# ---- block 1 ----
## src/rtl/led_bank_arbiter.sv

```systemverilog
// led_bank_arbiter: shares a 10-LED bank among three sources (0 = highest
// priority). A granted owner keeps the bank for at least HOLD_TICKS prescaled
// ticks. After that a higher-priority request takes the bank through a short
// SWITCH state. The module also supplies the shared slow tick.
//
// Optional feature: define LED_BANK_ARB_GAP_EN to blank the bank during
// SWITCH and to delay the new grant until the next tick.
module led_bank_arbiter #(
  parameter int TICK_DIV   = 650000,
  parameter int HOLD_TICKS = 8
) (
  input  logic       clock,
  input  logic       resetn,
  input  logic [2:0] req,
  input  logic [9:0] data0,
  input  logic [9:0] data1,
  input  logic [9:0] data2,
  output logic [2:0] gnt,
  output logic [9:0] lights,
  output logic       tick,
  output logic       busy
);

  localparam int PW = $clog2(TICK_DIV);
  localparam int HW = $clog2(HOLD_TICKS + 1);

  typedef enum logic [1:0] {IDLE, HOLD, OPEN, SWITCH} state_t;

  state_t          state, state_n;
  logic [PW-1:0]   presc;
  logic [HW-1:0]   hold, hold_n;
  logic [2:0]      owner, owner_n;   // one-hot index of the current owner
  logic [2:0]      gnt_n;
  logic [9:0]      lights_n;
  logic            busy_n;

  logic [2:0]      pick;             // lowest-index requester, one-hot
  logic            owner_req;
  logic [9:0]      owner_data;
  logic            higher_req;
  logic            switch_go;

  assign pick       = req & (~req + 3'b001);
  assign owner_req  = |(req & owner);
  assign owner_data = ({10{owner[0]}} & data0) |
                      ({10{owner[1]}} & data1) |
                      ({10{owner[2]}} & data2);
  // For a one-hot owner, owner - 1 masks exactly the higher-priority bits.
  assign higher_req = |(req & (owner - 3'b001));

`ifdef LED_BANK_ARB_GAP_EN
  assign switch_go = tick;
`else
  assign switch_go = 1'b1;
`endif

  // Free-running prescaler; tick is registered so it is high while presc is at its top value.
  always_ff @(posedge clock or negedge resetn) begin
    if (!resetn) begin
      presc <= '0;
      tick  <= 1'b0;
    end else begin
      // NOTE: sequential state uses non-blocking assignments so every flop samples pre-edge values.
      tick  <= (presc == PW'(TICK_DIV - 2));
      presc <= (presc == PW'(TICK_DIV - 1)) ? '0 : presc + PW'(1);
    end
  end

  // Arbiter state and registered outputs.
  always_ff @(posedge clock or negedge resetn) begin
    if (!resetn) begin
      state  <= IDLE;
      hold   <= '0;
      owner  <= '0;
      gnt    <= '0;
      lights <= '0;
      busy   <= 1'b0;
    end else begin
      state  <= state_n;
      hold   <= hold_n;
      owner  <= owner_n;
      gnt    <= gnt_n;
      lights <= lights_n;
      busy   <= busy_n;
    end
  end

  // Next-state, grant and LED pattern selection.
  always_comb begin
    // NOTE: every output of this block gets a default first, so no path can infer a latch.
    state_n  = state;
    hold_n   = hold;
    owner_n  = owner;
    gnt_n    = '0;
    lights_n = lights;

    unique case (state)
      IDLE: begin
        lights_n = '0;
        if (|req) begin
          owner_n = pick;
          gnt_n   = pick;
          hold_n  = HW'(HOLD_TICKS);
          state_n = HOLD;
        end
      end

      HOLD: begin
        // If the owner lets go, the grant drops and the bank freezes until the hold expires.
        if (owner_req) begin
          gnt_n    = owner;
          lights_n = owner_data;
        end
        if (tick && hold != '0) begin
          hold_n = hold - HW'(1);
          if (hold == HW'(1)) begin
            if (owner_req) begin
              state_n = OPEN;
            end else begin
              state_n  = IDLE;
              gnt_n    = '0;
              lights_n = '0;
            end
          end
        end
      end

      OPEN: begin
        // A higher request wins even if the owner drops in the same cycle.
        if (higher_req) begin
          state_n = SWITCH;
`ifdef LED_BANK_ARB_GAP_EN
          lights_n = '0;
`endif
        end else if (!owner_req) begin
          state_n  = IDLE;
          lights_n = '0;
        end else begin
          gnt_n    = owner;
          lights_n = owner_data;
        end
      end

      SWITCH: begin
`ifdef LED_BANK_ARB_GAP_EN
        lights_n = '0;
`endif
        if (switch_go) begin
          if (|req) begin
            owner_n = pick;
            gnt_n   = pick;
            hold_n  = HW'(HOLD_TICKS);
            state_n = HOLD;
          end else begin
            state_n  = IDLE;
            lights_n = '0;
          end
        end
      end

      default: state_n = IDLE;
    endcase

    busy_n = (state_n != IDLE);
  end

endmodule

```

## config.mk

```make
export PLATFORM = sky130hd
export DESIGN_NAME = led_bank_arbiter
export DESIGN_NICKNAME = d
export VERILOG_FILES = /design/src/rtl/led_bank_arbiter.sv
export SDC_FILE = /design/constraint.sdc
export NUM_CORES = 1
export LEC_CHECK = 0
export ABC_AREA = 0
export CAP_MARGIN = 20
export CORE_UTILIZATION = 30
export CTS_CLUSTER_DIAMETER = 200
export DETAILED_ROUTE_END_ITERATION = 6
export GPL_ROUTABILITY_DRIVEN = 0
export PLACE_DENSITY = 0.61
export SETUP_SLACK_MARGIN = 0.4
export SLEW_MARGIN = 30
export SYNTH_ARGS = -nofsm -noshare
export SYNTH_HDL_FRONTEND = slang
export SYNTH_SLANG_ARGS = --single-unit
```

## constraint.sdc

```tcl
create_clock -name clock -period 2.1 [get_ports clock]
set_clock_uncertainty 0.2 [all_clocks]
set_input_delay 0.42 -clock clock [delete_from_list [all_inputs] [get_ports clock]]
set_output_delay 0.42 -clock clock [all_outputs]
set_load 0.1 [all_outputs]
```

block_1/layers.png
Scale bar: 20 um. Only two layers are drawn.
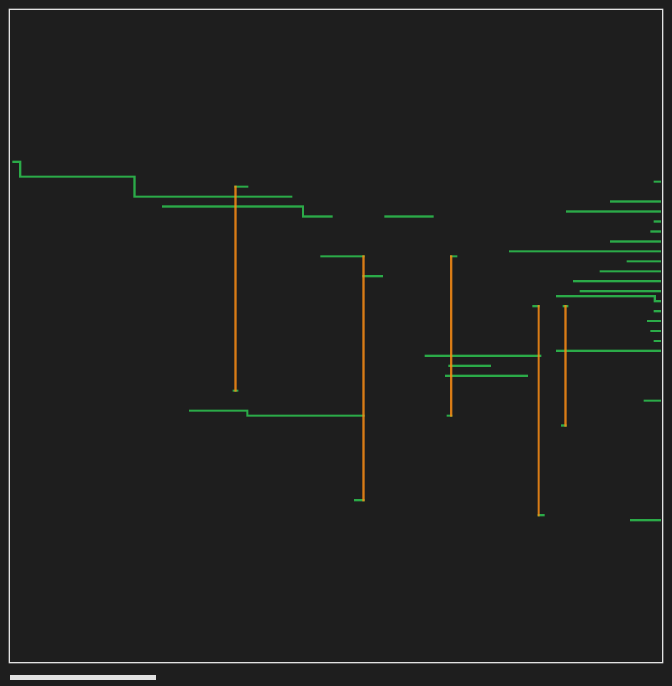
M3: shown in green, wire length 267 um. M4: shown in orange, wire length 128 um.
Avg WL per Cell: 15.7 um
final wirelength: 6300 um
All-Layer GR Usage: 16.2%
Vias: 2019

block_1/closeup.png
Scale bar: 5 um. Region (57, 57) to (77, 77) um. Cells in gray, sequential cells in the stronger gray; small squares are vias.
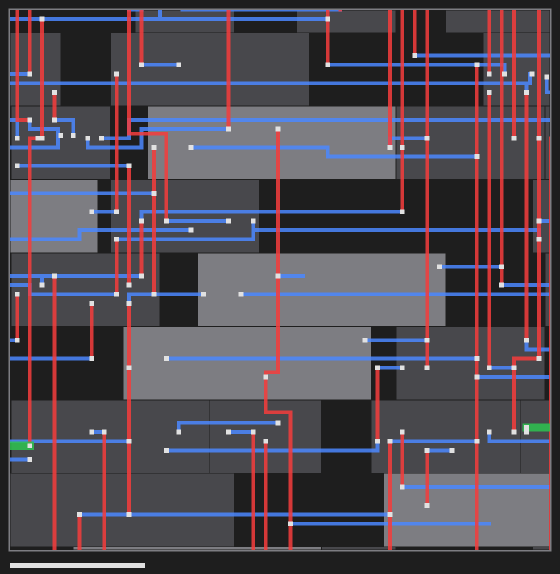
M2: shown in red. M3: shown in green. M1: shown in blue.
Sequential cells in the window: 4. 16 logic cells have their middle in the window. Netlist names of flops here include lights (4). Most frequent: o2bb2ai_2 (5), dfrtp_1 (4), a222oi_1 (2).

==> flow_summary.toml <==
# yosys + openroad results
[status]
status = "completed"

[worst_setup_path]
slowest_stage = "clkdlybuf4s50_1"
cpPeakStageDelay_ns = 0.48

[clock_network]
cts_sinks = 44

[global_route]
gr-total-overflow = 0
gr-max-usage-layer = "met2"
use_met1_pct = 20.5
antenna_found_initial = 0

[synthesis]
yosys.area_share.adder_pct = 4.95
mux_share_pct = 0.440
most_common_cell = "dfrtp_1"

[hold_path]
worstHoldStart = "presc[18]$_DFF_PN0_"

[cells_and_area]
buffers_excl_clock = 81
buffer_area_share_pct = 23.2
largest_registers = "presc x20, lights x10, hold x4"
clock_area_share_pct = 2.87

[power_and_ir_drop]
pwr.group.combinational_w = 0.00301
clockPowerShare_pct = 13.3

[timing]
slew_headroom_pct = 62.5

[placed_design]
post-place-ws_ns = -0.271

# ---- block 2 ----
## config.mk

```make
export PLATFORM = sky130hd
export DESIGN_NAME = branch_compare_serial_flat
export DESIGN_NICKNAME = d
export VERILOG_FILES = /design/src/rtl/branch_compare_serial_if.sv /design/src/rtl/branch_compare_serial.sv /design/src/flat_wrapper.sv
export SDC_FILE = /design/constraint.sdc
export NUM_CORES = 1
export LEC_CHECK = 0
export CORE_MARGIN = 1
export CORE_UTILIZATION = 52
export CTS_CLUSTER_DIAMETER = 40
export CTS_CLUSTER_SIZE = 30
export DETAILED_ROUTE_END_ITERATION = 16
export PLACE_DENSITY = 0.81
export SETUP_SLACK_MARGIN = 0.4
export SYNTH_ARGS = -nofsm -noshare
export SYNTH_HDL_FRONTEND = slang
export SYNTH_SLANG_ARGS = --single-unit
```

## constraint.sdc

```tcl
create_clock -name clk -period 3 [get_ports clk]
set_input_delay 0.6 -clock clk [delete_from_list [all_inputs] [get_ports clk]]
set_output_delay 0.6 -clock clk [all_outputs]
set_load 0.05 [all_outputs]
```

## src/rtl/branch_compare_serial_if.sv

```systemverilog
`default_nettype none
// ============================================================================
// Module   : branch_compare_serial_if
// Purpose  : Request/result handshake bundle for the bit-serial branch
//            comparator (operands, funct3 mode, tag, flush, result).
// Revision : 1.0 - initial release
// ============================================================================
interface branch_compare_serial_if #(
    parameter int XLEN  = 32,
    parameter int TAG_W = 5
);
    logic             flush;
    logic             in_valid;
    logic             in_ready;
    logic [XLEN-1:0]  in_0;
    logic [XLEN-1:0]  in_1;
    logic [2:0]       mode;
    logic [TAG_W-1:0] in_tag;
    logic             out_valid;
    logic             out_ready;
    logic             branch;
    logic [TAG_W-1:0] out_tag;

    // Requester / consumer side
    modport master (
        output flush, in_valid, in_0, in_1, mode, in_tag, out_ready,
        input  in_ready, out_valid, branch, out_tag
    );

    // Comparator side
    modport slave (
        input  flush, in_valid, in_0, in_1, mode, in_tag, out_ready,
        output in_ready, out_valid, branch, out_tag
    );
endinterface
`default_nettype wire

```

## src/rtl/branch_compare_serial.sv

```systemverilog
`default_nettype none
// ============================================================================
// Module   : branch_compare_serial
// Purpose  : Multi-cycle bit-serial RISC-V branch comparator. Resolves
//            BEQ/BNE/BLT/BGE/BLTU/BGEU over XLEN bits, SLICE bits per
//            cycle, LSB slice first, with valid/ready and flush.
// Revision : 1.0 - initial release
// ============================================================================
module branch_compare_serial #(
    parameter int XLEN  = 32,
    parameter int SLICE = 8,
    parameter int TAG_W = 5
) (
    input  logic                    clk,
    input  logic                    rst_n,
    branch_compare_serial_if.slave  bus
);

    localparam int c_N  = XLEN / SLICE;
    localparam int c_CW = (c_N > 1) ? $clog2(c_N) : 1;
    localparam logic [c_CW-1:0] c_LAST = c_CW'(c_N - 1);

    typedef enum logic [1:0] {
        IDLE = 2'd0,
        RUN  = 2'd1,
        DONE = 2'd2
    } state_t;

    state_t           r_state;
    logic [XLEN-1:0]  r_a;
    logic [XLEN-1:0]  r_b;
    logic [2:0]       r_mode;
    logic [TAG_W-1:0] r_tag;
    logic             r_eq;
    logic             r_lt;
    logic [c_CW-1:0]  r_cnt;
    logic             r_in_ready;
    logic             r_out_valid;
    logic             r_branch;

    logic [SLICE-1:0] w_a_s;
    logic [SLICE-1:0] w_b_s;
    logic             w_last;
    logic             w_signed_cmp;
    logic             w_s_eq;
    logic             w_s_lt;
    logic             w_eq_nxt;
    logic             w_lt_nxt;

    // Map accumulated eq/lt flags to the branch decision for a funct3 code;
    // the two unused codes resolve to not-taken.
    function automatic logic resolve(input logic [2:0] m, input logic eq, input logic lt);
        logic res;
        case (m)
            3'b000:  res = eq;
            3'b001:  res = !eq;
            3'b100:  res = lt;
            3'b101:  res = !lt;
            3'b110:  res = lt;
            3'b111:  res = !lt;
            default: res = 1'b0;
        endcase
        return res;
    endfunction

    // Select the operand slice addressed by the slice counter.
    always_comb begin
        w_a_s = '0;
        w_b_s = '0;
        for (int k = 0; k < c_N; k++) begin
            if (r_cnt == c_CW'(k)) begin
                w_a_s = r_a[k*SLICE +: SLICE];
                w_b_s = r_b[k*SLICE +: SLICE];
            end
        end
    end

    // Per-slice compare; only the top slice of a signed compare treats its
    // MSB as a sign bit, all lower slices are magnitude digits.
    assign w_last       = (r_cnt == c_LAST);
    assign w_signed_cmp = w_last && (r_mode[2:1] == 2'b10);
    assign w_s_eq       = (w_a_s == w_b_s);
    assign w_s_lt       = w_signed_cmp ? ($signed(w_a_s) < $signed(w_b_s))
                                       : (w_a_s < w_b_s);
    // A more significant slice overrides the verdict of the lower ones
    // unless it is equal, in which case the lower verdict carries through.
    assign w_eq_nxt     = r_eq & w_s_eq;
    assign w_lt_nxt     = w_s_lt | (w_s_eq & r_lt);

    // Control FSM with registered handshake and result outputs.
    always_ff @(posedge clk or negedge rst_n) begin
        if (!rst_n) begin
            r_state     <= IDLE;
            r_a         <= '0;
            r_b         <= '0;
            r_mode      <= '0;
            r_tag       <= '0;
            r_eq        <= 1'b0;
            r_lt        <= 1'b0;
            r_cnt       <= '0;
            r_in_ready  <= 1'b1;
            r_out_valid <= 1'b0;
            r_branch    <= 1'b0;
        end else if (bus.flush) begin
            r_state     <= IDLE;
            r_eq        <= 1'b0;
            r_lt        <= 1'b0;
            r_cnt       <= '0;
            r_in_ready  <= 1'b1;
            r_out_valid <= 1'b0;
            r_branch    <= 1'b0;
        end else begin
            case (r_state)
                IDLE: begin
                    if (bus.in_valid && r_in_ready) begin
                        r_a        <= bus.in_0;
                        r_b        <= bus.in_1;
                        r_mode     <= bus.mode;
                        r_tag      <= bus.in_tag;
                        r_eq       <= 1'b1;
                        r_lt       <= 1'b0;
                        r_cnt      <= '0;
                        r_in_ready <= 1'b0;
                        r_state    <= RUN;
                    end
                end
                RUN: begin
                    r_eq <= w_eq_nxt;
                    r_lt <= w_lt_nxt;
                    if (w_last) begin
                        r_cnt       <= '0;
                        r_branch    <= resolve(r_mode, w_eq_nxt, w_lt_nxt);
                        r_out_valid <= 1'b1;
                        r_state     <= DONE;
                    end else begin
                        r_cnt <= r_cnt + c_CW'(1);
                    end
                end
                DONE: begin
                    if (bus.out_ready) begin
                        r_out_valid <= 1'b0;
                        r_branch    <= 1'b0;
                        r_in_ready  <= 1'b1;
                        r_state     <= IDLE;
                    end
                end
                default: begin
                    r_out_valid <= 1'b0;
                    r_branch    <= 1'b0;
                    r_in_ready  <= 1'b1;
                    r_state     <= IDLE;
                end
            endcase
        end
    end

    assign bus.in_ready  = r_in_ready;
    assign bus.out_valid = r_out_valid;
    assign bus.branch    = r_branch;
    assign bus.out_tag   = r_tag;

endmodule
`default_nettype wire

```

## src/flat_wrapper.sv

```systemverilog
// flat-port wrapper written by rule: the top's interface ports become plain ports
module branch_compare_serial_flat 
#(
    parameter int XLEN  = 32,
    parameter int SLICE = 8,
    parameter int TAG_W = 5
)
  (clk, rst_n, bus_flush, bus_in_valid, bus_in_0, bus_in_1, bus_mode, bus_in_tag, bus_out_ready, bus_in_ready, bus_out_valid, bus_branch, bus_out_tag);
  branch_compare_serial_if #(.XLEN(XLEN), .TAG_W(TAG_W)) bus_i ();
  input  logic clk;
  input  logic rst_n;
  input wire logic [$bits(bus_i.flush)-1:0] bus_flush;
  input wire logic [$bits(bus_i.in_valid)-1:0] bus_in_valid;
  input wire logic [$bits(bus_i.in_0)-1:0] bus_in_0;
  input wire logic [$bits(bus_i.in_1)-1:0] bus_in_1;
  input wire logic [$bits(bus_i.mode)-1:0] bus_mode;
  input wire logic [$bits(bus_i.in_tag)-1:0] bus_in_tag;
  input wire logic [$bits(bus_i.out_ready)-1:0] bus_out_ready;
  output wire logic [$bits(bus_i.in_ready)-1:0] bus_in_ready;
  output wire logic [$bits(bus_i.out_valid)-1:0] bus_out_valid;
  output wire logic [$bits(bus_i.branch)-1:0] bus_branch;
  output wire logic [$bits(bus_i.out_tag)-1:0] bus_out_tag;
  assign bus_i.flush = bus_flush;
  assign bus_i.in_valid = bus_in_valid;
  assign bus_i.in_0 = bus_in_0;
  assign bus_i.in_1 = bus_in_1;
  assign bus_i.mode = bus_mode;
  assign bus_i.in_tag = bus_in_tag;
  assign bus_i.out_ready = bus_out_ready;
  assign bus_in_ready = bus_i.in_ready;
  assign bus_out_valid = bus_i.out_valid;
  assign bus_branch = bus_i.branch;
  assign bus_out_tag = bus_i.out_tag;
  branch_compare_serial #(.XLEN(XLEN), .SLICE(SLICE), .TAG_W(TAG_W)) u_core (.clk(clk), .rst_n(rst_n), .bus(bus_i));
endmodule
```

block_2/congestion_map.png
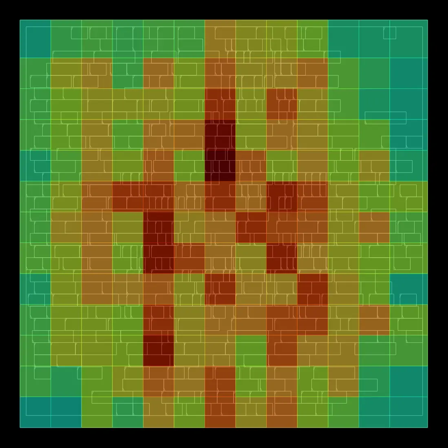
met2 Usage GRT: 39.1%
All-Layer GR Usage: 23.8%
Avg WL per Cell: 17.2 um
M1 GR Usage: 32.0%

==> flow_summary.toml <==
# yosys + openroad results
[status]
status = "completed"

[worst_setup_path]
worst-path-stages = 14
r2r-end = "u_core.bus.branch$_DFFE_PN0P_"
cp-end-kind = "flop"
arrival_ns = 3.00
path_cells = "inv_2 > ha_4 > nor2b_4 > a22oi_2 > nor2_1 > a21oi_1 > nor2_1 > a21oi_2 > ha_4 > nand4_1 > a21o_1 > a221oi_2 > xor2_1 > o22ai_1"
critPathKind = "reg2reg"

[synthesis]
synthCells = 326
yosys_warnings = 0
synth.avg_cell_area_um2 = 12.7
synth_stat.cells = 326
xor_area_share_pct = 0.423
yosys-stat-area_mm2 = 0.00415

[clock_network]
hold_buffers = 0
clock_latency_ns = 0.36
cts_sinks = 81
postCtsSetupBuffers = 3

[route]
top_layer_used = "met4"
dr_wl_met3_um = 389
vias = 2834
m1WireLength_um = 4010
first_pass_iters = 4
routed-wl-met2_um = 4430

[placed_design]
port_buffers = 84
dp_cells = 503
post-place-ws_ns = 0.0415

[cells_and_area]
lay_top_count = "clkdlybuf4s50_1"
buffers_excl_clock = 98
clock_area_share_pct = 3.47
flops = 81
fin_util_pct = 70.0

[timing]
hold_ws_ns = 0.392

[power_and_ir_drop]
power-top-group = "registers"
p_sw_share_pct = 31.4
power.leakage_nw = 2.51
cellPowerDensity_mw_per_mm2 = 681

[run]
drv_cap = 0

[global_route]
gr-total-overflow = 0
block_2/m1.png
Scale bar: 20 um. Cells faint in the background.
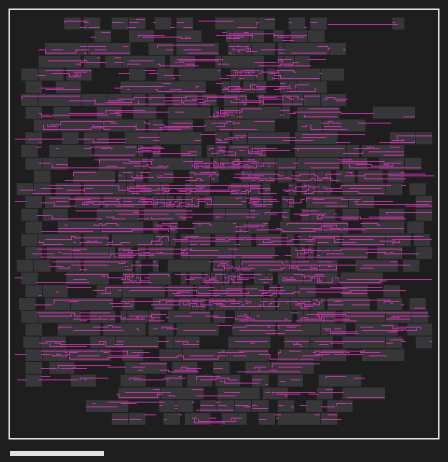
The wires run mostly horizontal. The longest straight run is 29.0 um. The layer holds 44% of the routed length. The layer carries 4010 um of wire.


# ---- block 3 ----
block_3/route_heat.png
The die is cut into 8 by 9 equal tiles; white is low, dark blue is high, scaled to the fullest tile. Values are wire area over tile area, all layers added.
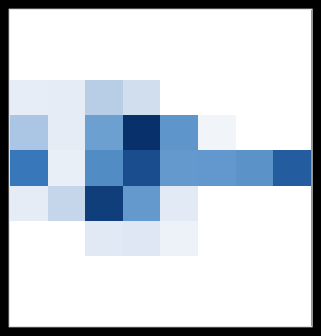
block_3/m1.png
Scale bar: 10 um. Cells faint in the background.
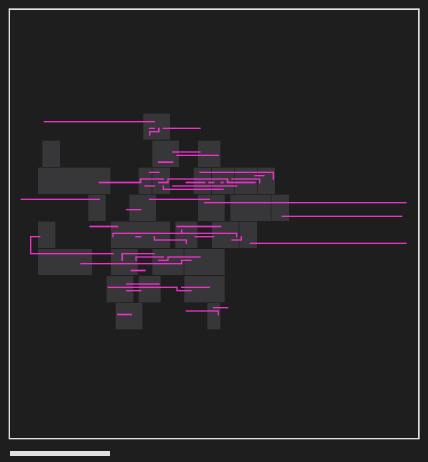
block_3/closeup.png
Scale bar: 5 um. Region (21, 22) to (41, 42) um. Cells in gray, sequential cells in the stronger gray; small squares are vias.
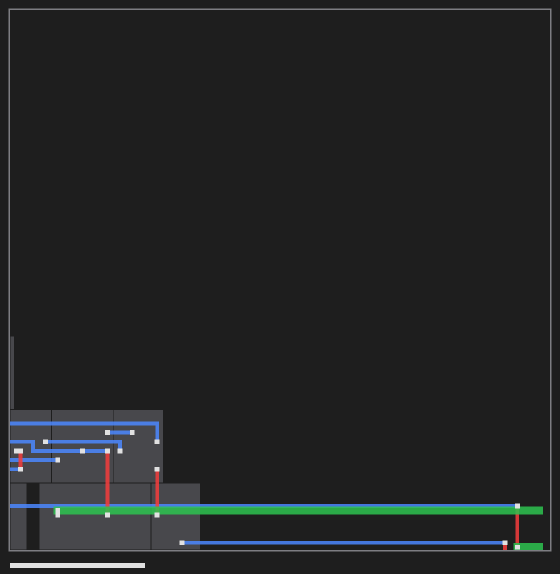
$ cat src/rtl/rand_seq_pkg.sv
// Shared definitions for the 4-bit pseudo-random sequence: the ordered cycle,
// checker FSM states and the successor lookup used by checker and generator benches.
package rand_seq_pkg;

  localparam int SEQ_LEN = 9;
  localparam logic [3:0] SEQ [SEQ_LEN] = '{4'd0, 4'd1, 4'd6, 4'd8, 4'd9,
                                           4'd13, 4'd14, 4'd11, 4'd4};

  typedef enum logic [1:0] {HUNT, VERIFY, LOCKED} state_t;

  typedef struct packed {
    logic       legal;
    logic [3:0] next;
  } succ_t;

  // Codes outside the cycle report legal=0 and a don't-care successor of 0.
  function automatic succ_t seq_succ(input logic [3:0] v);
    succ_t r;
    r.legal = 1'b1;
    r.next  = 4'd0;
    case (v)
      4'd0:    r.next = 4'd1;
      4'd1:    r.next = 4'd6;
      4'd6:    r.next = 4'd8;
      4'd8:    r.next = 4'd9;
      4'd9:    r.next = 4'd13;
      4'd13:   r.next = 4'd14;
      4'd14:   r.next = 4'd11;
      4'd11:   r.next = 4'd4;
      4'd4:    r.next = 4'd0;
      default: r.legal = 1'b0;
    endcase
    return r;
  endfunction

endpackage

$ cat src/rtl/rand_seq_succ.sv
// Combinational successor lookup for one sequence code.
module rand_seq_succ
  import rand_seq_pkg::*;
(
  input  logic [3:0] din,
  output logic       legal,
  output logic [3:0] next
);

  succ_t s;

  assign s     = seq_succ(din);
  assign legal = s.legal;
  assign next  = s.next;

endmodule

$ cat config.mk
export PLATFORM = sky130hd
export DESIGN_NAME = rand_seq_succ
export DESIGN_NICKNAME = d
export VERILOG_FILES = /design/src/rtl/rand_seq_pkg.sv /design/src/rtl/rand_seq_succ.sv
export SDC_FILE = /design/constraint.sdc
export NUM_CORES = 1
export LEC_CHECK = 0
export ABC_CLOCK_PERIOD_IN_PS = 1000
export CAP_MARGIN = 10
export CORE_AREA = 2 2 39 41
export DETAILED_ROUTE_END_ITERATION = 12
export DIE_AREA = 0 0 41 43
export GPL_TIMING_DRIVEN = 0
export PLACE_DENSITY = 0.32
export REMOVE_ABC_BUFFERS = 1
export SLEW_MARGIN = 20
export SYNTH_ARGS = -nofsm -noshare
export SYNTH_HDL_FRONTEND = slang
export SYNTH_SLANG_ARGS = --single-unit
$ cat constraint.sdc
create_clock -name vclk -period 1
set_input_delay 0.2 -clock vclk [all_inputs]
set_output_delay 0.2 -clock vclk [all_outputs]
set_load 0.005 [all_outputs]
==> flow_summary.toml <==
# yosys + openroad results
[status]
status = "finished, violations left"
violations = "negative setup slack"

[timing]
setup_viol = 3
min_period_ns = 1.14
setup_slack_ns = -0.137
finalClockPeriodUsage_pct = 114
rsz0062_at_grt = "yes"
hold_ws_ns = 0.671
max_freq_ghz = 0.880
worst_pin_slew_ns = 0.214

[hold_path]
min_to = "next[0]"
whs_path_depth = 3

[route]
first_pass_iters = 2
wl_per_cell_um = 8.85
via_per_inst = 3.78
routed-wl-met2_um = 154

[placed_design]
place_congestion = 0.571

[worst_setup_path]
crit_family = "buffers and inverters"
required_ns = 0.80

[cells_and_area]
final_cells = 46
synthToLayoutAreaGrowth_pct = 117
fin_util_pct = 18.3
nFillCells = 154

[power_and_ir_drop]
pg_seq_w = 0

[synthesis]
synth.avg_cell_area_um2 = 6.46
synthTopCellsByArea = "o41ai_2 (14%), o21a_1 (13%), nand3_1 (8.6%)"
synthCells = 18
## Picture notes: block_3/route_heat.png
The densest ninth of the die: center. The fullest tile reaches 0.25. 17% of the tiles are over half the peak. 64% of the tiles are nearly empty.

## Picture notes: block_3/m1.png
The longest straight run is 20.2 um. The layer carries 220 um of wire. The layer holds 54% of the routed length.

## Picture notes: block_3/closeup.png
M1: shown in blue. M2: shown in red. M3: shown in green.
Sequential cells in the window: 0. 5 logic cells have their middle in the window.


# ---- block 4 ----
### src/rtl/frame_serializer.sv
// Buffered parallel-to-serial framer: words enter through a small FIFO and leave
// as start bit, DATA_W data bits, optional parity bit and stop bit, one bit per clock.
module frame_serializer #(
    parameter int DATA_W    = 8,
    parameter int DEPTH     = 4,
    parameter int PAR_EN    = 1,
    parameter int PAR_ODD   = 0,
    parameter int MSB_FIRST = 0
) (
    input  logic                       CLK,
    input  logic                       RST,
    input  logic [DATA_W-1:0]          IN_DATA,
    input  logic                       IN_VALID,
    output logic                       IN_READY,
    output logic                       SER_OUT,
    output logic                       BUSY,
    output logic                       FRAME_DONE,
    output logic [$clog2(DEPTH+1)-1:0] COUNT
);

    localparam int PTR_W = $clog2(DEPTH);
    localparam int CNT_W = $clog2(DEPTH + 1);
    localparam int BIT_W = $clog2(DATA_W + 1);
    localparam bit PARITY_ON = (PAR_EN != 0);
    localparam bit ODD_BIT   = (PAR_ODD != 0);
    localparam bit MSB_MODE  = (MSB_FIRST != 0);

    typedef enum logic [2:0] {
        IDLE,
        START,
        DATA,
        PARITY,
        STOP
    } state_t;

    logic [DATA_W-1:0] mem [DEPTH];
    logic [PTR_W-1:0]  wr_ptr;
    logic [PTR_W-1:0]  rd_ptr;
    logic [CNT_W-1:0]  count_q;
    logic              push;
    logic              pop;

    state_t            state;
    state_t            state_n;
    logic [DATA_W-1:0] shift_q;
    logic [DATA_W-1:0] shift_n;
    logic [BIT_W-1:0]  bit_cnt;
    logic [BIT_W-1:0]  bit_cnt_n;
    logic              par_acc;
    logic              par_acc_n;
    logic              ser_q;
    logic              ser_n;
    logic              busy_q;
    logic              busy_n;
    logic              done_q;
    logic              done_n;
    logic              cur_bit;
    logic              fifo_has_data;

    // Readiness comes from the registered occupancy, so a full FIFO refuses a
    // word even on an edge where the serializer pops.
    assign IN_READY      = (count_q != CNT_W'(DEPTH));
    assign push          = IN_VALID && IN_READY;
    assign fifo_has_data = (count_q != '0);

    always_ff @(posedge CLK) begin
        if (RST) begin
            wr_ptr  <= '0;
            rd_ptr  <= '0;
            count_q <= '0;
        end else begin
            if (push) begin
                wr_ptr <= wr_ptr + 1'b1;
            end
            if (pop) begin
                rd_ptr <= rd_ptr + 1'b1;
            end
            case ({push, pop})
                2'b10:   count_q <= count_q + 1'b1;
                2'b01:   count_q <= count_q - 1'b1;
                default: count_q <= count_q;
            endcase
        end
    end

    always_ff @(posedge CLK) begin
        if (push) begin
            mem[wr_ptr] <= IN_DATA;
        end
    end

    assign cur_bit = MSB_MODE ? shift_q[DATA_W-1] : shift_q[0];

    always_ff @(posedge CLK) begin
        if (RST) begin
            state   <= IDLE;
            shift_q <= '0;
            bit_cnt <= '0;
            par_acc <= 1'b0;
            ser_q   <= 1'b1;
            busy_q  <= 1'b0;
            done_q  <= 1'b0;
        end else begin
            state   <= state_n;
            shift_q <= shift_n;
            bit_cnt <= bit_cnt_n;
            par_acc <= par_acc_n;
            ser_q   <= ser_n;
            busy_q  <= busy_n;
            done_q  <= done_n;
        end
    end

    // The registered outputs carry the bit of the state being entered, so the
    // line always shows what the state register names.
    always_comb begin
        state_n   = state;
        shift_n   = shift_q;
        bit_cnt_n = bit_cnt;
        par_acc_n = par_acc;
        ser_n     = ser_q;
        busy_n    = busy_q;
        done_n    = 1'b0;
        pop       = 1'b0;

        case (state)
            IDLE: begin
                ser_n  = 1'b1;
                busy_n = 1'b0;
                if (fifo_has_data) begin
                    pop       = 1'b1;
                    shift_n   = mem[rd_ptr];
                    bit_cnt_n = '0;
                    par_acc_n = 1'b0;
                    state_n   = START;
                    ser_n     = 1'b0;
                    busy_n    = 1'b1;
                end
            end

            START, DATA: begin
                busy_n = 1'b1;
                if (state == DATA && bit_cnt == BIT_W'(DATA_W)) begin
                    if (PARITY_ON) begin
                        state_n = PARITY;
                        ser_n   = par_acc ^ ODD_BIT;
                    end else begin
                        state_n = STOP;
                        ser_n   = 1'b1;
                        done_n  = 1'b1;
                    end
                end else begin
                    state_n   = DATA;
                    ser_n     = cur_bit;
                    par_acc_n = par_acc ^ cur_bit;
                    bit_cnt_n = bit_cnt + 1'b1;
                    shift_n   = MSB_MODE ? (shift_q << 1) : (shift_q >> 1);
                end
            end

            PARITY: begin
                busy_n  = 1'b1;
                state_n = STOP;
                ser_n   = 1'b1;
                done_n  = 1'b1;
            end

            STOP: begin
                if (fifo_has_data) begin
                    pop       = 1'b1;
                    shift_n   = mem[rd_ptr];
                    bit_cnt_n = '0;
                    par_acc_n = 1'b0;
                    state_n   = START;
                    ser_n     = 1'b0;
                    busy_n    = 1'b1;
                end else begin
                    state_n = IDLE;
                    ser_n   = 1'b1;
                    busy_n  = 1'b0;
                end
            end

            default: begin
                state_n = IDLE;
                ser_n   = 1'b1;
                busy_n  = 1'b0;
            end
        endcase
    end

    assign SER_OUT    = ser_q;
    assign BUSY       = busy_q;
    assign FRAME_DONE = done_q;
    assign COUNT      = count_q;

endmodule
### config.mk
export PLATFORM = sky130hd
export DESIGN_NAME = frame_serializer
export DESIGN_NICKNAME = d
export VERILOG_FILES = /design/src/rtl/frame_serializer.sv
export SDC_FILE = /design/constraint.sdc
export NUM_CORES = 1
export LEC_CHECK = 0
export ABC_AREA = 1
export CAP_MARGIN = 10
export CORE_MARGIN = 3
export CORE_UTILIZATION = 44
export CTS_CLUSTER_DIAMETER = 120
export CTS_CLUSTER_SIZE = 8
export DETAILED_ROUTE_END_ITERATION = 12
export MAX_ROUTING_LAYER = met4
export PLACE_DENSITY_LB_ADDON = 0.15
export SETUP_SLACK_MARGIN = 0.5
export SYNTH_ARGS = -nofsm -noshare
export SYNTH_HDL_FRONTEND = slang
export SYNTH_SLANG_ARGS = --single-unit
### constraint.sdc
create_clock -name CLK -period 2.5 [get_ports CLK]
set_clock_uncertainty 0.15 [all_clocks]
set_input_delay 0.75 -clock CLK [delete_from_list [all_inputs] [get_ports CLK]]
set_output_delay 0.75 -clock CLK [all_outputs]
set_load 0.05 [all_outputs]
block_4/closeup.png
Scale bar: 5 um. Region (53, 53) to (73, 73) um. Cells in gray, sequential cells in the stronger gray; small squares are vias.
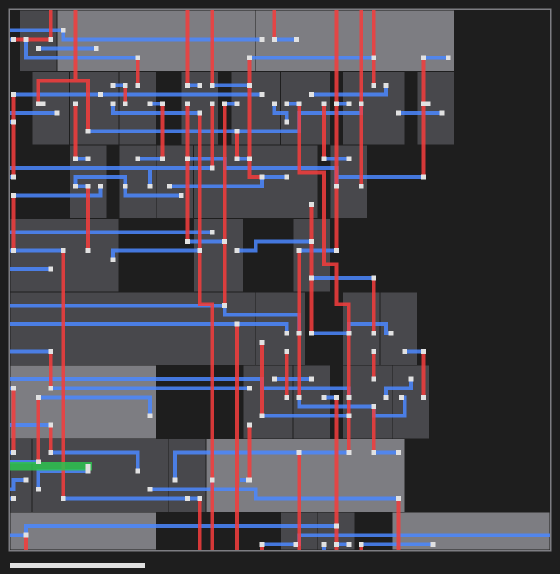
M2: shown in red. M3: shown in green. M1: shown in blue.
Most frequent: nand2_1 (9), dfxtp_1 (6), inv_1 (5). Netlist names of flops here include bit_cnt (3), shift_q (2). 35 logic cells have their middle in the window. Sequential cells in the window: 6.

==> flow_summary.toml <==
# yosys + openroad results
[status]
status = "completed"

[run]
drv_cap = 0

[worst_setup_path]
path_cells = "dlygate4sd2_1 > nand2_4 > ha_1 > inv_1 > fa_2 > a21oi_1 > o21ai_1 > o21ai_1 > a21oi_1"
cpPeakStageDelay_ns = 0.34
required_ns = 2.56
critPathKind = "in2reg"

[route]
drt.antenna.violating_nets = 0

[global_route]
gr-max-usage-layer = "met2"

[synthesis]
synth_cell_types = 25
numSynthFlops = 60
yosys_warnings = 0
synthTopCellsByArea = "edfxtp_1 (36%), dfxtp_1 (21%), nand2_1 (11%)"
synth.cells.most_frequent = "nand2_1 (75), a21oi_1 (32), edfxtp_1 (32)"

[power_and_ir_drop]
vdd_ir_drop_max_uv = 677
seqPwrFrac_pct = 35.2
power.leakage_nw = 1.28
p_sw_share_pct = 42.1

[die]
dieArea_mm2 = 0.00698

[timing]
slew_headroom_pct = 60.5
drv_slew = 0

[clock_network]
cts_root_buf = "clkbuf_8"

[placed_design]
port_buffers = 17

[cells_and_area]
final_nets = 341

# ---- block 5 ----
block_5/m1.png
Scale bar: 20 um. Cells faint in the background.
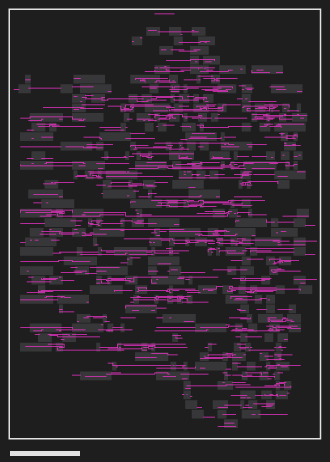
block_5/layers.png
Scale bar: 20 um. Only two layers are drawn.
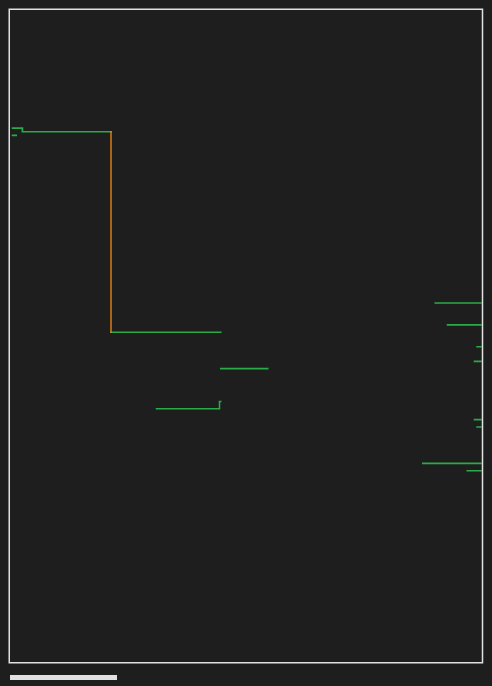
block_5/route_heat.png
The die is cut into 18 by 24 equal tiles; white is low, dark blue is high, scaled to the fullest tile. Values are wire area over tile area, all layers added.
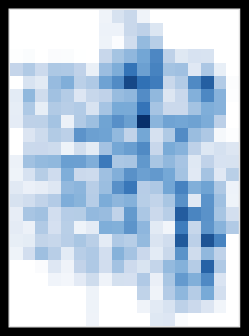
===== src/rtl/riscv_types.sv =====
// rtl/riscv_types.sv - shared unit encodings, write-back latencies and reservation entry type
package riscv_types;

    typedef enum logic [3:0] {
        FSQRT_unit    = 4'd0,
        DIV_unit      = 4'd1,
        FDIV_unit     = 4'd2,
        ALU_unit      = 4'd3,
        FPU_unit      = 4'd4,
        MUL_unit      = 4'd5,
        FADD_SUB_unit = 4'd6,
        FMUL_unit     = 4'd7,
        R4_unit       = 4'd8,
        DEFAULT_unit  = 4'd9
    } priority_t;

    localparam int LAT_W         = 4;
    localparam int WB_MAX_LAT    = 8;
    localparam int WB_NUM_MC     = 3;
    localparam int WB_STARVE_LIM = 4;

    // Issue-to-write-back latency per unit; 0 means the unit takes no ring slot at issue.
    localparam logic [LAT_W-1:0] UNIT_LAT [16] = '{
        4'd0, 4'd0, 4'd0,       // FSQRT, DIV, FDIV (multi-cycle, granted later)
        4'd1, 4'd1,             // ALU, FPU
        4'd2,                   // MUL
        4'd3, 4'd3,             // FADD_SUB, FMUL
        4'd4,                   // R4
        4'd0,                   // DEFAULT
        4'd0, 4'd0, 4'd0, 4'd0, 4'd0, 4'd0
    };

    typedef struct packed {
        logic      v;
        priority_t unit;
    } wb_res_t;

    localparam wb_res_t WB_RES_EMPTY = '{v: 1'b0, unit: DEFAULT_unit};

    // Multi-cycle requester index to the unit that owns the write port.
    function automatic priority_t mc_unit(input int idx);
        case (idx)
            0:       return FSQRT_unit;
            1:       return DIV_unit;
            default: return FDIV_unit;
        endcase
    endfunction

endpackage


===== src/rtl/mc_rr_arbiter.sv =====
// rtl/mc_rr_arbiter.sv - round-robin one-hot grant among multi-cycle done requests
module mc_rr_arbiter #(
    parameter int NUM_MC = 3,
    localparam int IDX_W = (NUM_MC > 1) ? $clog2(NUM_MC) : 1
) (
    input  logic              clk,
    input  logic              reset_n,
    input  logic [NUM_MC-1:0] req_i,
    input  logic              en_i,
    output logic [NUM_MC-1:0] grant_o,
    output logic [IDX_W-1:0]  grant_idx_o
);

    logic [IDX_W-1:0] rr_ptr_q, rr_ptr_d;
    logic             found;
    int               idx;

    // Scan requests starting at rr_ptr; first hit wins and the pointer moves past it.
    always_comb begin
        grant_o     = '0;
        grant_idx_o = '0;
        rr_ptr_d    = rr_ptr_q;
        found       = 1'b0;
        idx         = 0;
        for (int off = 0; off < NUM_MC; off++) begin
            idx = int'(rr_ptr_q) + off;
            if (idx >= NUM_MC) idx = idx - NUM_MC;
            if (en_i && !found && req_i[idx]) begin
                found        = 1'b1;
                grant_o[idx] = 1'b1;
                grant_idx_o  = IDX_W'(idx);
                rr_ptr_d     = (idx == NUM_MC - 1) ? '0 : IDX_W'(idx + 1);
            end
        end
    end

    // Pointer register; only moves when a grant is actually made.
    always_ff @(posedge clk or negedge reset_n) begin
        if (!reset_n) rr_ptr_q <= '0;
        else          rr_ptr_q <= rr_ptr_d;
    end

endmodule


===== src/rtl/wb_slot_scheduler.sv =====
// rtl/wb_slot_scheduler.sv - issue-time reservation of the shared EXE/MEM write-back slot
module wb_slot_scheduler
    import riscv_types::*;
#(
    parameter int MAX_LAT    = WB_MAX_LAT,
    parameter int NUM_MC     = WB_NUM_MC,
    parameter int STARVE_LIM = WB_STARVE_LIM
) (
    input  logic              clk,
    input  logic              reset_n,
    input  logic              pipe_stall,
    input  logic              issue_valid,
    input  priority_t         issue_unit,
    output logic              issue_stall,
    input  logic [NUM_MC-1:0] mc_done,
    output logic [NUM_MC-1:0] mc_grant,
    output logic              wb_valid,
    output priority_t         wb_sel
);

    localparam int CNT_W = $clog2(STARVE_LIM + 1);
    localparam int IDX_W = (NUM_MC > 1) ? $clog2(NUM_MC) : 1;

    wb_res_t          res_q   [MAX_LAT];
    wb_res_t          res_d   [MAX_LAT];
    wb_res_t          res_ext [MAX_LAT+1];
    logic [CNT_W-1:0] wait_q, wait_d;
    logic [LAT_W-1:0] lat;
    logic [LAT_W-1:0] wr_idx;
    logic             starve;
    logic             slot_busy;
    logic             issue_acc;
    logic             l1_acc;
    logic             mc_en;
    logic [IDX_W-1:0] win_idx;

    // Ring view with the always-empty slot past the end, so any legal latency indexes it.
    always_comb begin
        for (int i = 0; i < MAX_LAT; i++) res_ext[i] = res_q[i];
        res_ext[MAX_LAT] = WB_RES_EMPTY;
    end

    assign lat       = UNIT_LAT[issue_unit];
    assign wr_idx    = lat - 1'b1;
    assign slot_busy = (lat <= LAT_W'(MAX_LAT)) ? res_ext[lat].v : 1'b1;
    assign starve    = (wait_q == CNT_W'(STARVE_LIM));

    // Accept or refuse the issue against the pre-shift ring; starvation steals latency-1 slots.
    always_comb begin
        issue_stall = 1'b0;
        issue_acc   = 1'b0;
        if (pipe_stall) begin
            issue_stall = issue_valid;
        end else if (issue_valid && lat != '0) begin
            issue_stall = slot_busy | ((lat == LAT_W'(1)) & starve);
            issue_acc   = ~issue_stall;
        end
    end

    assign l1_acc = issue_acc & (lat == LAT_W'(1));
    assign mc_en  = reset_n & ~pipe_stall & ~res_ext[1].v & ~l1_acc;

    mc_rr_arbiter #(.NUM_MC(NUM_MC)) u_arb (
        .clk         (clk),
        .reset_n     (reset_n),
        .req_i       (mc_done),
        .en_i        (mc_en),
        .grant_o     (mc_grant),
        .grant_idx_o (win_idx)
    );

    // Shift the ring toward slot 0, then drop in the new issue and/or multi-cycle grant.
    always_comb begin
        for (int i = 0; i < MAX_LAT; i++) res_d[i] = res_ext[i+1];
        if (issue_acc) res_d[wr_idx] = '{v: 1'b1, unit: issue_unit};
        if (|mc_grant) res_d[0] = '{v: 1'b1, unit: mc_unit(int'(win_idx))};
        if (|mc_grant || mc_done == '0) wait_d = '0;
        else if (!starve)               wait_d = wait_q + 1'b1;
        else                            wait_d = wait_q;
    end

    // Ring and starvation counter; everything freezes while the pipeline is stalled.
    always_ff @(posedge clk or negedge reset_n) begin
        if (!reset_n) begin
            for (int i = 0; i < MAX_LAT; i++) res_q[i] <= WB_RES_EMPTY;
            wait_q <= '0;
        end else if (!pipe_stall) begin
            for (int i = 0; i < MAX_LAT; i++) res_q[i] <= res_d[i];
            wait_q <= wait_d;
        end
    end

    assign wb_valid = res_q[0].v & ~pipe_stall;
    assign wb_sel   = res_q[0].v ? res_q[0].unit : DEFAULT_unit;

    a_grant_onehot: assert property (@(posedge clk) disable iff (!reset_n)
        $onehot0(mc_grant));
    a_res_free: assert property (@(posedge clk) disable iff (!reset_n)
        issue_acc |-> !res_ext[lat].v);
    a_lat_legal: assert property (@(posedge clk) disable iff (!reset_n)
        issue_valid |-> (lat <= LAT_W'(MAX_LAT)));

endmodule


===== config.mk =====
export PLATFORM = sky130hd
export DESIGN_NAME = wb_slot_scheduler
export DESIGN_NICKNAME = d
export VERILOG_FILES = /design/src/rtl/riscv_types.sv /design/src/rtl/mc_rr_arbiter.sv /design/src/rtl/wb_slot_scheduler.sv
export SDC_FILE = /design/constraint.sdc
export NUM_CORES = 1
export LEC_CHECK = 0
export ABC_CLOCK_PERIOD_IN_PS = 2800
export CELL_PAD_IN_SITES_DETAIL_PLACEMENT = 1
export CELL_PAD_IN_SITES_GLOBAL_PLACEMENT = 1
export CORE_ASPECT_RATIO = 1.4
export CORE_MARGIN = 2
export CORE_UTILIZATION = 25
export DETAILED_ROUTE_END_ITERATION = 7
export GPL_ROUTABILITY_DRIVEN = 1
export GPL_TIMING_DRIVEN = 0
export PLACE_DENSITY_LB_ADDON = 0.1
export SLEW_MARGIN = 20
export SYNTH_ARGS = -nofsm -noshare
export SYNTH_HDL_FRONTEND = slang
export SYNTH_HIERARCHICAL = 1
export SYNTH_SLANG_ARGS = --single-unit

===== constraint.sdc =====
create_clock -name clk -period 2.8 [get_ports clk]
set_clock_uncertainty 0.15 [all_clocks]
set_input_delay 0.28 -clock clk [delete_from_list [all_inputs] [get_ports clk]]
set_output_delay 0.28 -clock clk [all_outputs]
set_load 0.02 [all_outputs]

==> flow_summary.toml <==
# yosys + openroad results
[route]
via_per_inst = 4.67
wl_per_cell_um = 15.9
first_pass_iters = 4
drcViolationCount = 0
dr_wl_met3_um = 94

[die]
dieWidth_um = 88.0
coreArea_mm2 = 0.00956
die_h_um = 122

[global_route]
gr-max-usage-layer = "met2"
grt_max_degree = 24

[timing]
max_freq_ghz = 0.365
setup_slack_ns = 0.0587
min_period_ns = 2.74

[cells_and_area]
synthToLayoutAreaGrowth_pct = 39.3
final_area_mm2 = 0.00344
drive_gt1_share_pct = 40.4
nFillCells = 1086
seqCellArea_mm2 = 0.00115

[worst_setup_path]
r2r_cells = 13
worstReg2RegStart = "res_ext[29]$_DFFE_PN0N_"
required_ns = 2.37
cp_max_fo = 5

[run]
warnings = 33

[status]
status = "completed"

[synthesis]
yosys_warnings = 6

[placed_design]
port_buffers = 18
dp_cells = 395

[clock_network]
cts.repair.resized = 58

[hold_path]
whs_path_depth = 3
worstHoldStart = "issue_unit[0]"

[power_and_ir_drop]
p_sw_share_pct = 35.5
## Picture notes: block_5/m1.png
The longest straight run is 29.0 um. The wires run mostly horizontal.
final wirelength: 6890 um
Vias: 2025
M1 GR Usage: 16.0%

## Picture notes: block_5/layers.png
M3: shown in green, wire length 94.0 um. M4: shown in orange, wire length 37.4 um.

## Picture notes: block_5/route_heat.png
14% of the tiles are over half the peak. The mean over all tiles is 0.095. The densest ninth of the die: center.


# ---- block 6 ----
block_6/congestion_map.png
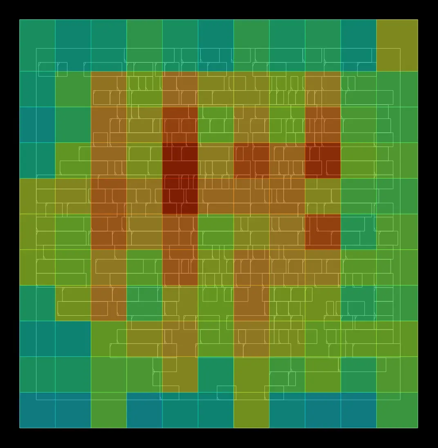
--- src/rtl/barrier_column_gen.sv ---
// barrier_column_gen: emits one playfield column per scroll tick, alternating a
// run of empty columns with a wall that has a pseudo-random gap. The gap shrinks
// as walls are passed, and a saturating count of completed walls feeds the score.
module barrier_column_gen #(
  parameter int          ROWS       = 8,
  parameter int          GAP_MAX    = 4,
  parameter int          GAP_MIN    = 2,
  parameter int          SPACING    = 4,
  parameter int          WALL_W     = 1,
  parameter int          LEVEL_STEP = 4,
  parameter int          COUNT_W    = 8,
  parameter logic [15:0] SEED       = 16'hACE1
) (
  input  logic                   clk,
  input  logic                   reset,
  input  logic                   enable,
  input  logic                   advance,
  output logic [ROWS-1:0]        column,
  output logic                   col_valid,
  output logic                   is_wall,
  output logic [$clog2(ROWS):0]  gap_size,
  output logic [COUNT_W-1:0]     barrier_count
);

  localparam int PW = $clog2(ROWS);
  localparam int GW = PW + 1;
  localparam int SW = $clog2(SPACING + 1);
  localparam int WW = $clog2(WALL_W + 1);
  localparam int LW = $clog2(LEVEL_STEP + 1);

  // Right-shifting Galois form of x^16+x^14+x^13+x^11+1.
  localparam logic [15:0] LFSR_TAPS = 16'hB400;

  typedef enum logic [1:0] {
    IDLE  = 2'd0,
    SPACE = 2'd1,
    WALL  = 2'd2
  } state_t;

  state_t state, state_n;

  logic [SW-1:0]      space_cnt, space_cnt_n;
  logic [WW-1:0]      wall_cnt, wall_cnt_n;
  logic [LW-1:0]      level_cnt, level_cnt_n;
  logic [GW-1:0]      pos, pos_n;
  logic [GW-1:0]      pos_clamped;
  logic [GW-1:0]      pos_limit;
  logic [GW-1:0]      pos_raw;
  logic [15:0]        lfsr;
  logic [ROWS-1:0]    column_n;
  logic               col_valid_n;
  logic               is_wall_n;
  logic [GW-1:0]      gap_size_n;
  logic [COUNT_W-1:0] barrier_count_n;

  // One Galois LFSR step; a non-zero state never maps to zero.
  function automatic logic [15:0] lfsr_step(input logic [15:0] s);
    logic [15:0] shifted;
    shifted = s >> 1;
    return s[0] ? (shifted ^ LFSR_TAPS) : shifted;
  endfunction

  // Increment that sticks at the all-ones value instead of wrapping.
  function automatic logic [COUNT_W-1:0] sat_inc(input logic [COUNT_W-1:0] v);
    return (&v) ? v : v + COUNT_W'(1);
  endfunction

  // Wall column: rows [p, p+g) are the opening (0), every other row is lit (1).
  function automatic logic [ROWS-1:0] wall_pattern(input logic [GW-1:0] p,
                                                   input logic [GW-1:0] g);
    logic [ROWS-1:0] m;
    m = '0;
    for (int r = 0; r < ROWS; r++) begin
      m[r] = !((r >= int'(p)) && (r < int'(p) + int'(g)));
    end
    return m;
  endfunction

  // Gap origin from the LFSR, pulled down so the opening never runs off the top.
  always_comb begin
    pos_raw     = GW'(lfsr[PW-1:0]);
    pos_limit   = GW'(ROWS) - gap_size;
    pos_clamped = (pos_raw > pos_limit) ? pos_limit : pos_raw;
  end

  // LFSR free-runs on every clock so player timing perturbs the gap sequence.
  always_ff @(posedge clk or negedge reset) begin
    if (!reset) begin
      lfsr <= SEED;
    end else begin
      lfsr <= lfsr_step(lfsr);
    end
  end

  // FSM state register.
  always_ff @(posedge clk or negedge reset) begin
    if (!reset) begin
      state <= IDLE;
    end else begin
      state <= state_n;
    end
  end

  // Next-state and next-output logic; advance only counts once the FSM is out of IDLE.
  always_comb begin
    state_n         = state;
    space_cnt_n     = space_cnt;
    wall_cnt_n      = wall_cnt;
    level_cnt_n     = level_cnt;
    pos_n           = pos;
    column_n        = column;
    col_valid_n     = 1'b0;
    is_wall_n       = is_wall;
    gap_size_n      = gap_size;
    barrier_count_n = barrier_count;

    if (!enable) begin
      state_n   = IDLE;
      column_n  = '0;
      is_wall_n = 1'b0;
    end else begin
      unique case (state)
        IDLE: begin
          state_n     = SPACE;
          space_cnt_n = '0;
        end
        SPACE: begin
          if (advance) begin
            column_n    = '0;
            is_wall_n   = 1'b0;
            col_valid_n = 1'b1;
            if (space_cnt == SW'(SPACING - 1)) begin
              state_n    = WALL;
              wall_cnt_n = '0;
              pos_n      = pos_clamped;
            end else begin
              space_cnt_n = space_cnt + SW'(1);
            end
          end
        end
        WALL: begin
          if (advance) begin
            column_n    = wall_pattern(pos, gap_size);
            is_wall_n   = 1'b1;
            col_valid_n = 1'b1;
            if (wall_cnt == WW'(WALL_W - 1)) begin
              state_n         = SPACE;
              space_cnt_n     = '0;
              barrier_count_n = sat_inc(barrier_count);
              if (level_cnt == LW'(LEVEL_STEP - 1)) begin
                level_cnt_n = '0;
                if (gap_size > GW'(GAP_MIN)) begin
                  gap_size_n = gap_size - GW'(1);
                end
              end else begin
                level_cnt_n = level_cnt + LW'(1);
              end
            end else begin
              wall_cnt_n = wall_cnt + WW'(1);
            end
          end
        end
        default: begin
          state_n = IDLE;
        end
      endcase
    end
  end

  // Registered column output, counters and difficulty state.
  always_ff @(posedge clk or negedge reset) begin
    if (!reset) begin
      space_cnt     <= '0;
      wall_cnt      <= '0;
      level_cnt     <= '0;
      pos           <= '0;
      column        <= '0;
      col_valid     <= 1'b0;
      is_wall       <= 1'b0;
      gap_size      <= GW'(GAP_MAX);
      barrier_count <= '0;
    end else begin
      space_cnt     <= space_cnt_n;
      wall_cnt      <= wall_cnt_n;
      level_cnt     <= level_cnt_n;
      pos           <= pos_n;
      column        <= column_n;
      col_valid     <= col_valid_n;
      is_wall       <= is_wall_n;
      gap_size      <= gap_size_n;
      barrier_count <= barrier_count_n;
    end
  end

endmodule

--- config.mk ---
export PLATFORM = sky130hd
export DESIGN_NAME = barrier_column_gen
export DESIGN_NICKNAME = d
export VERILOG_FILES = /design/src/rtl/barrier_column_gen.sv
export SDC_FILE = /design/constraint.sdc
export NUM_CORES = 1
export LEC_CHECK = 0
export CAP_MARGIN = 20
export CORE_AREA = 3 3 74 76
export CTS_CLUSTER_SIZE = 14
export DETAILED_ROUTE_END_ITERATION = 10
export DIE_AREA = 0 0 77 79
export PLACE_DENSITY = 0.79
export SYNTH_ARGS = -nofsm -noshare
export SYNTH_HDL_FRONTEND = slang
export SYNTH_SLANG_ARGS = --single-unit
--- constraint.sdc ---
create_clock -name clk -period 2 [get_ports clk]
set_input_delay 0.2 -clock clk [delete_from_list [all_inputs] [get_ports clk]]
set_output_delay 0.2 -clock clk [all_outputs]
set_load 0.05 [all_outputs]
==> flow_summary.toml <==
# yosys + openroad results
[worst_setup_path]
required_ns = 2.23
ff2ff_setup_slack_ns = 0.001
path_cells = "inv_2 > ha_4 > xor2_4 > ha_4 > buf_6 > o21ai_4 > or4_4 > a31oi_1"
slowest_stage = "or4_4"
crit_path_end = "pos[1]$_DFFE_PN0P_"

[route]
vias = 1732
routed-wl-met2_um = 2280
top_layer_used = "met4"
wl_per_cell_um = 14.3
m1WireLength_um = 2220

[power_and_ir_drop]
p_sw_share_pct = 36.6
seqPwrFrac_pct = 34.5
pg_seq_w = 0.00132

[die]
fp-row-count = 25

[global_route]
gr-total-overflow = 0
use_met1_pct = 20.3
use_met2_pct = 27.0

[timing]
slew_headroom_pct = 64.9
hold_ws_ns = 0.348
fin_setup_tns_ns = 0
max_freq_ghz = 0.500

[placed_design]
port_buffers = 25
place_hpwl_um = 3130
place_congestion = 0.848

[clock_network]
cts.clk_slew.worst_paths_ns = 0.09
htreeDepth = 2
postCtsSetupBuffers = 2

[synthesis]
synth_seq_share_pct = 52.8
synth_stat.cells = 214
largest_area_cell = "dfrtp_1"
simple_gate_area_share_pct = 14.2

[status]
status = "completed"

[cells_and_area]
buffers_excl_clock = 45
largest_reg_flops = 16
largest_registers = "lfsr x16, barrier_count x8, column x8"
dominant-cell-class = "flip-flops and latches"
nFillCells = 367
nMultiInputCombCells = 145
logic_area_mm2 = 0.00115

[hold_path]
worstHoldStart = "lfsr[12]$_DFF_PN0_"

[run]
drv_cap = 0
About block_6/congestion_map.png:
busiest grt layer: met2
final design utilization: 65.0%
met3 Resource Use GR: 3.51%



==> notes/layouts.md <==
Pictures saved along the way, in no particular order.

Met1 routing.
Scale bar: 20 um. Cells faint in the background.
Plate I
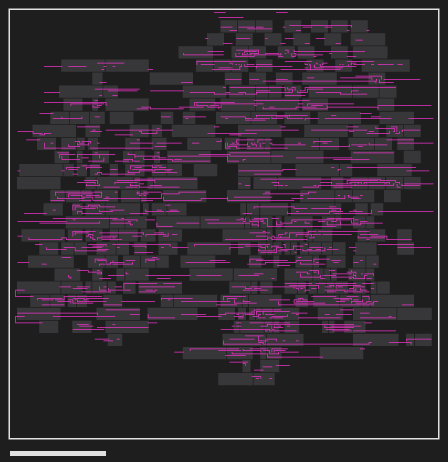
Plate II
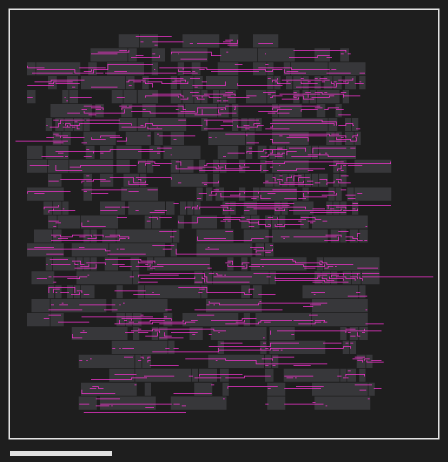
Plate III
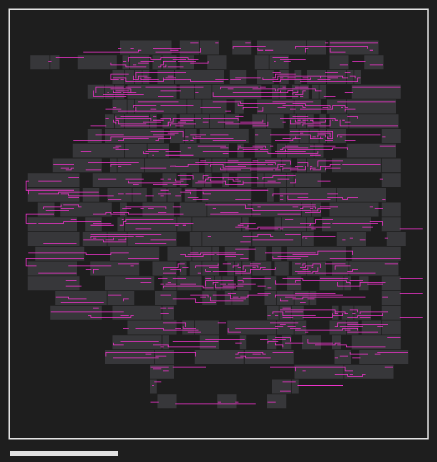
Plate III: block 6
Plate I: block 1
Plate II: block 4

No activity file was given, so power comes from the tool's default toggle rates.
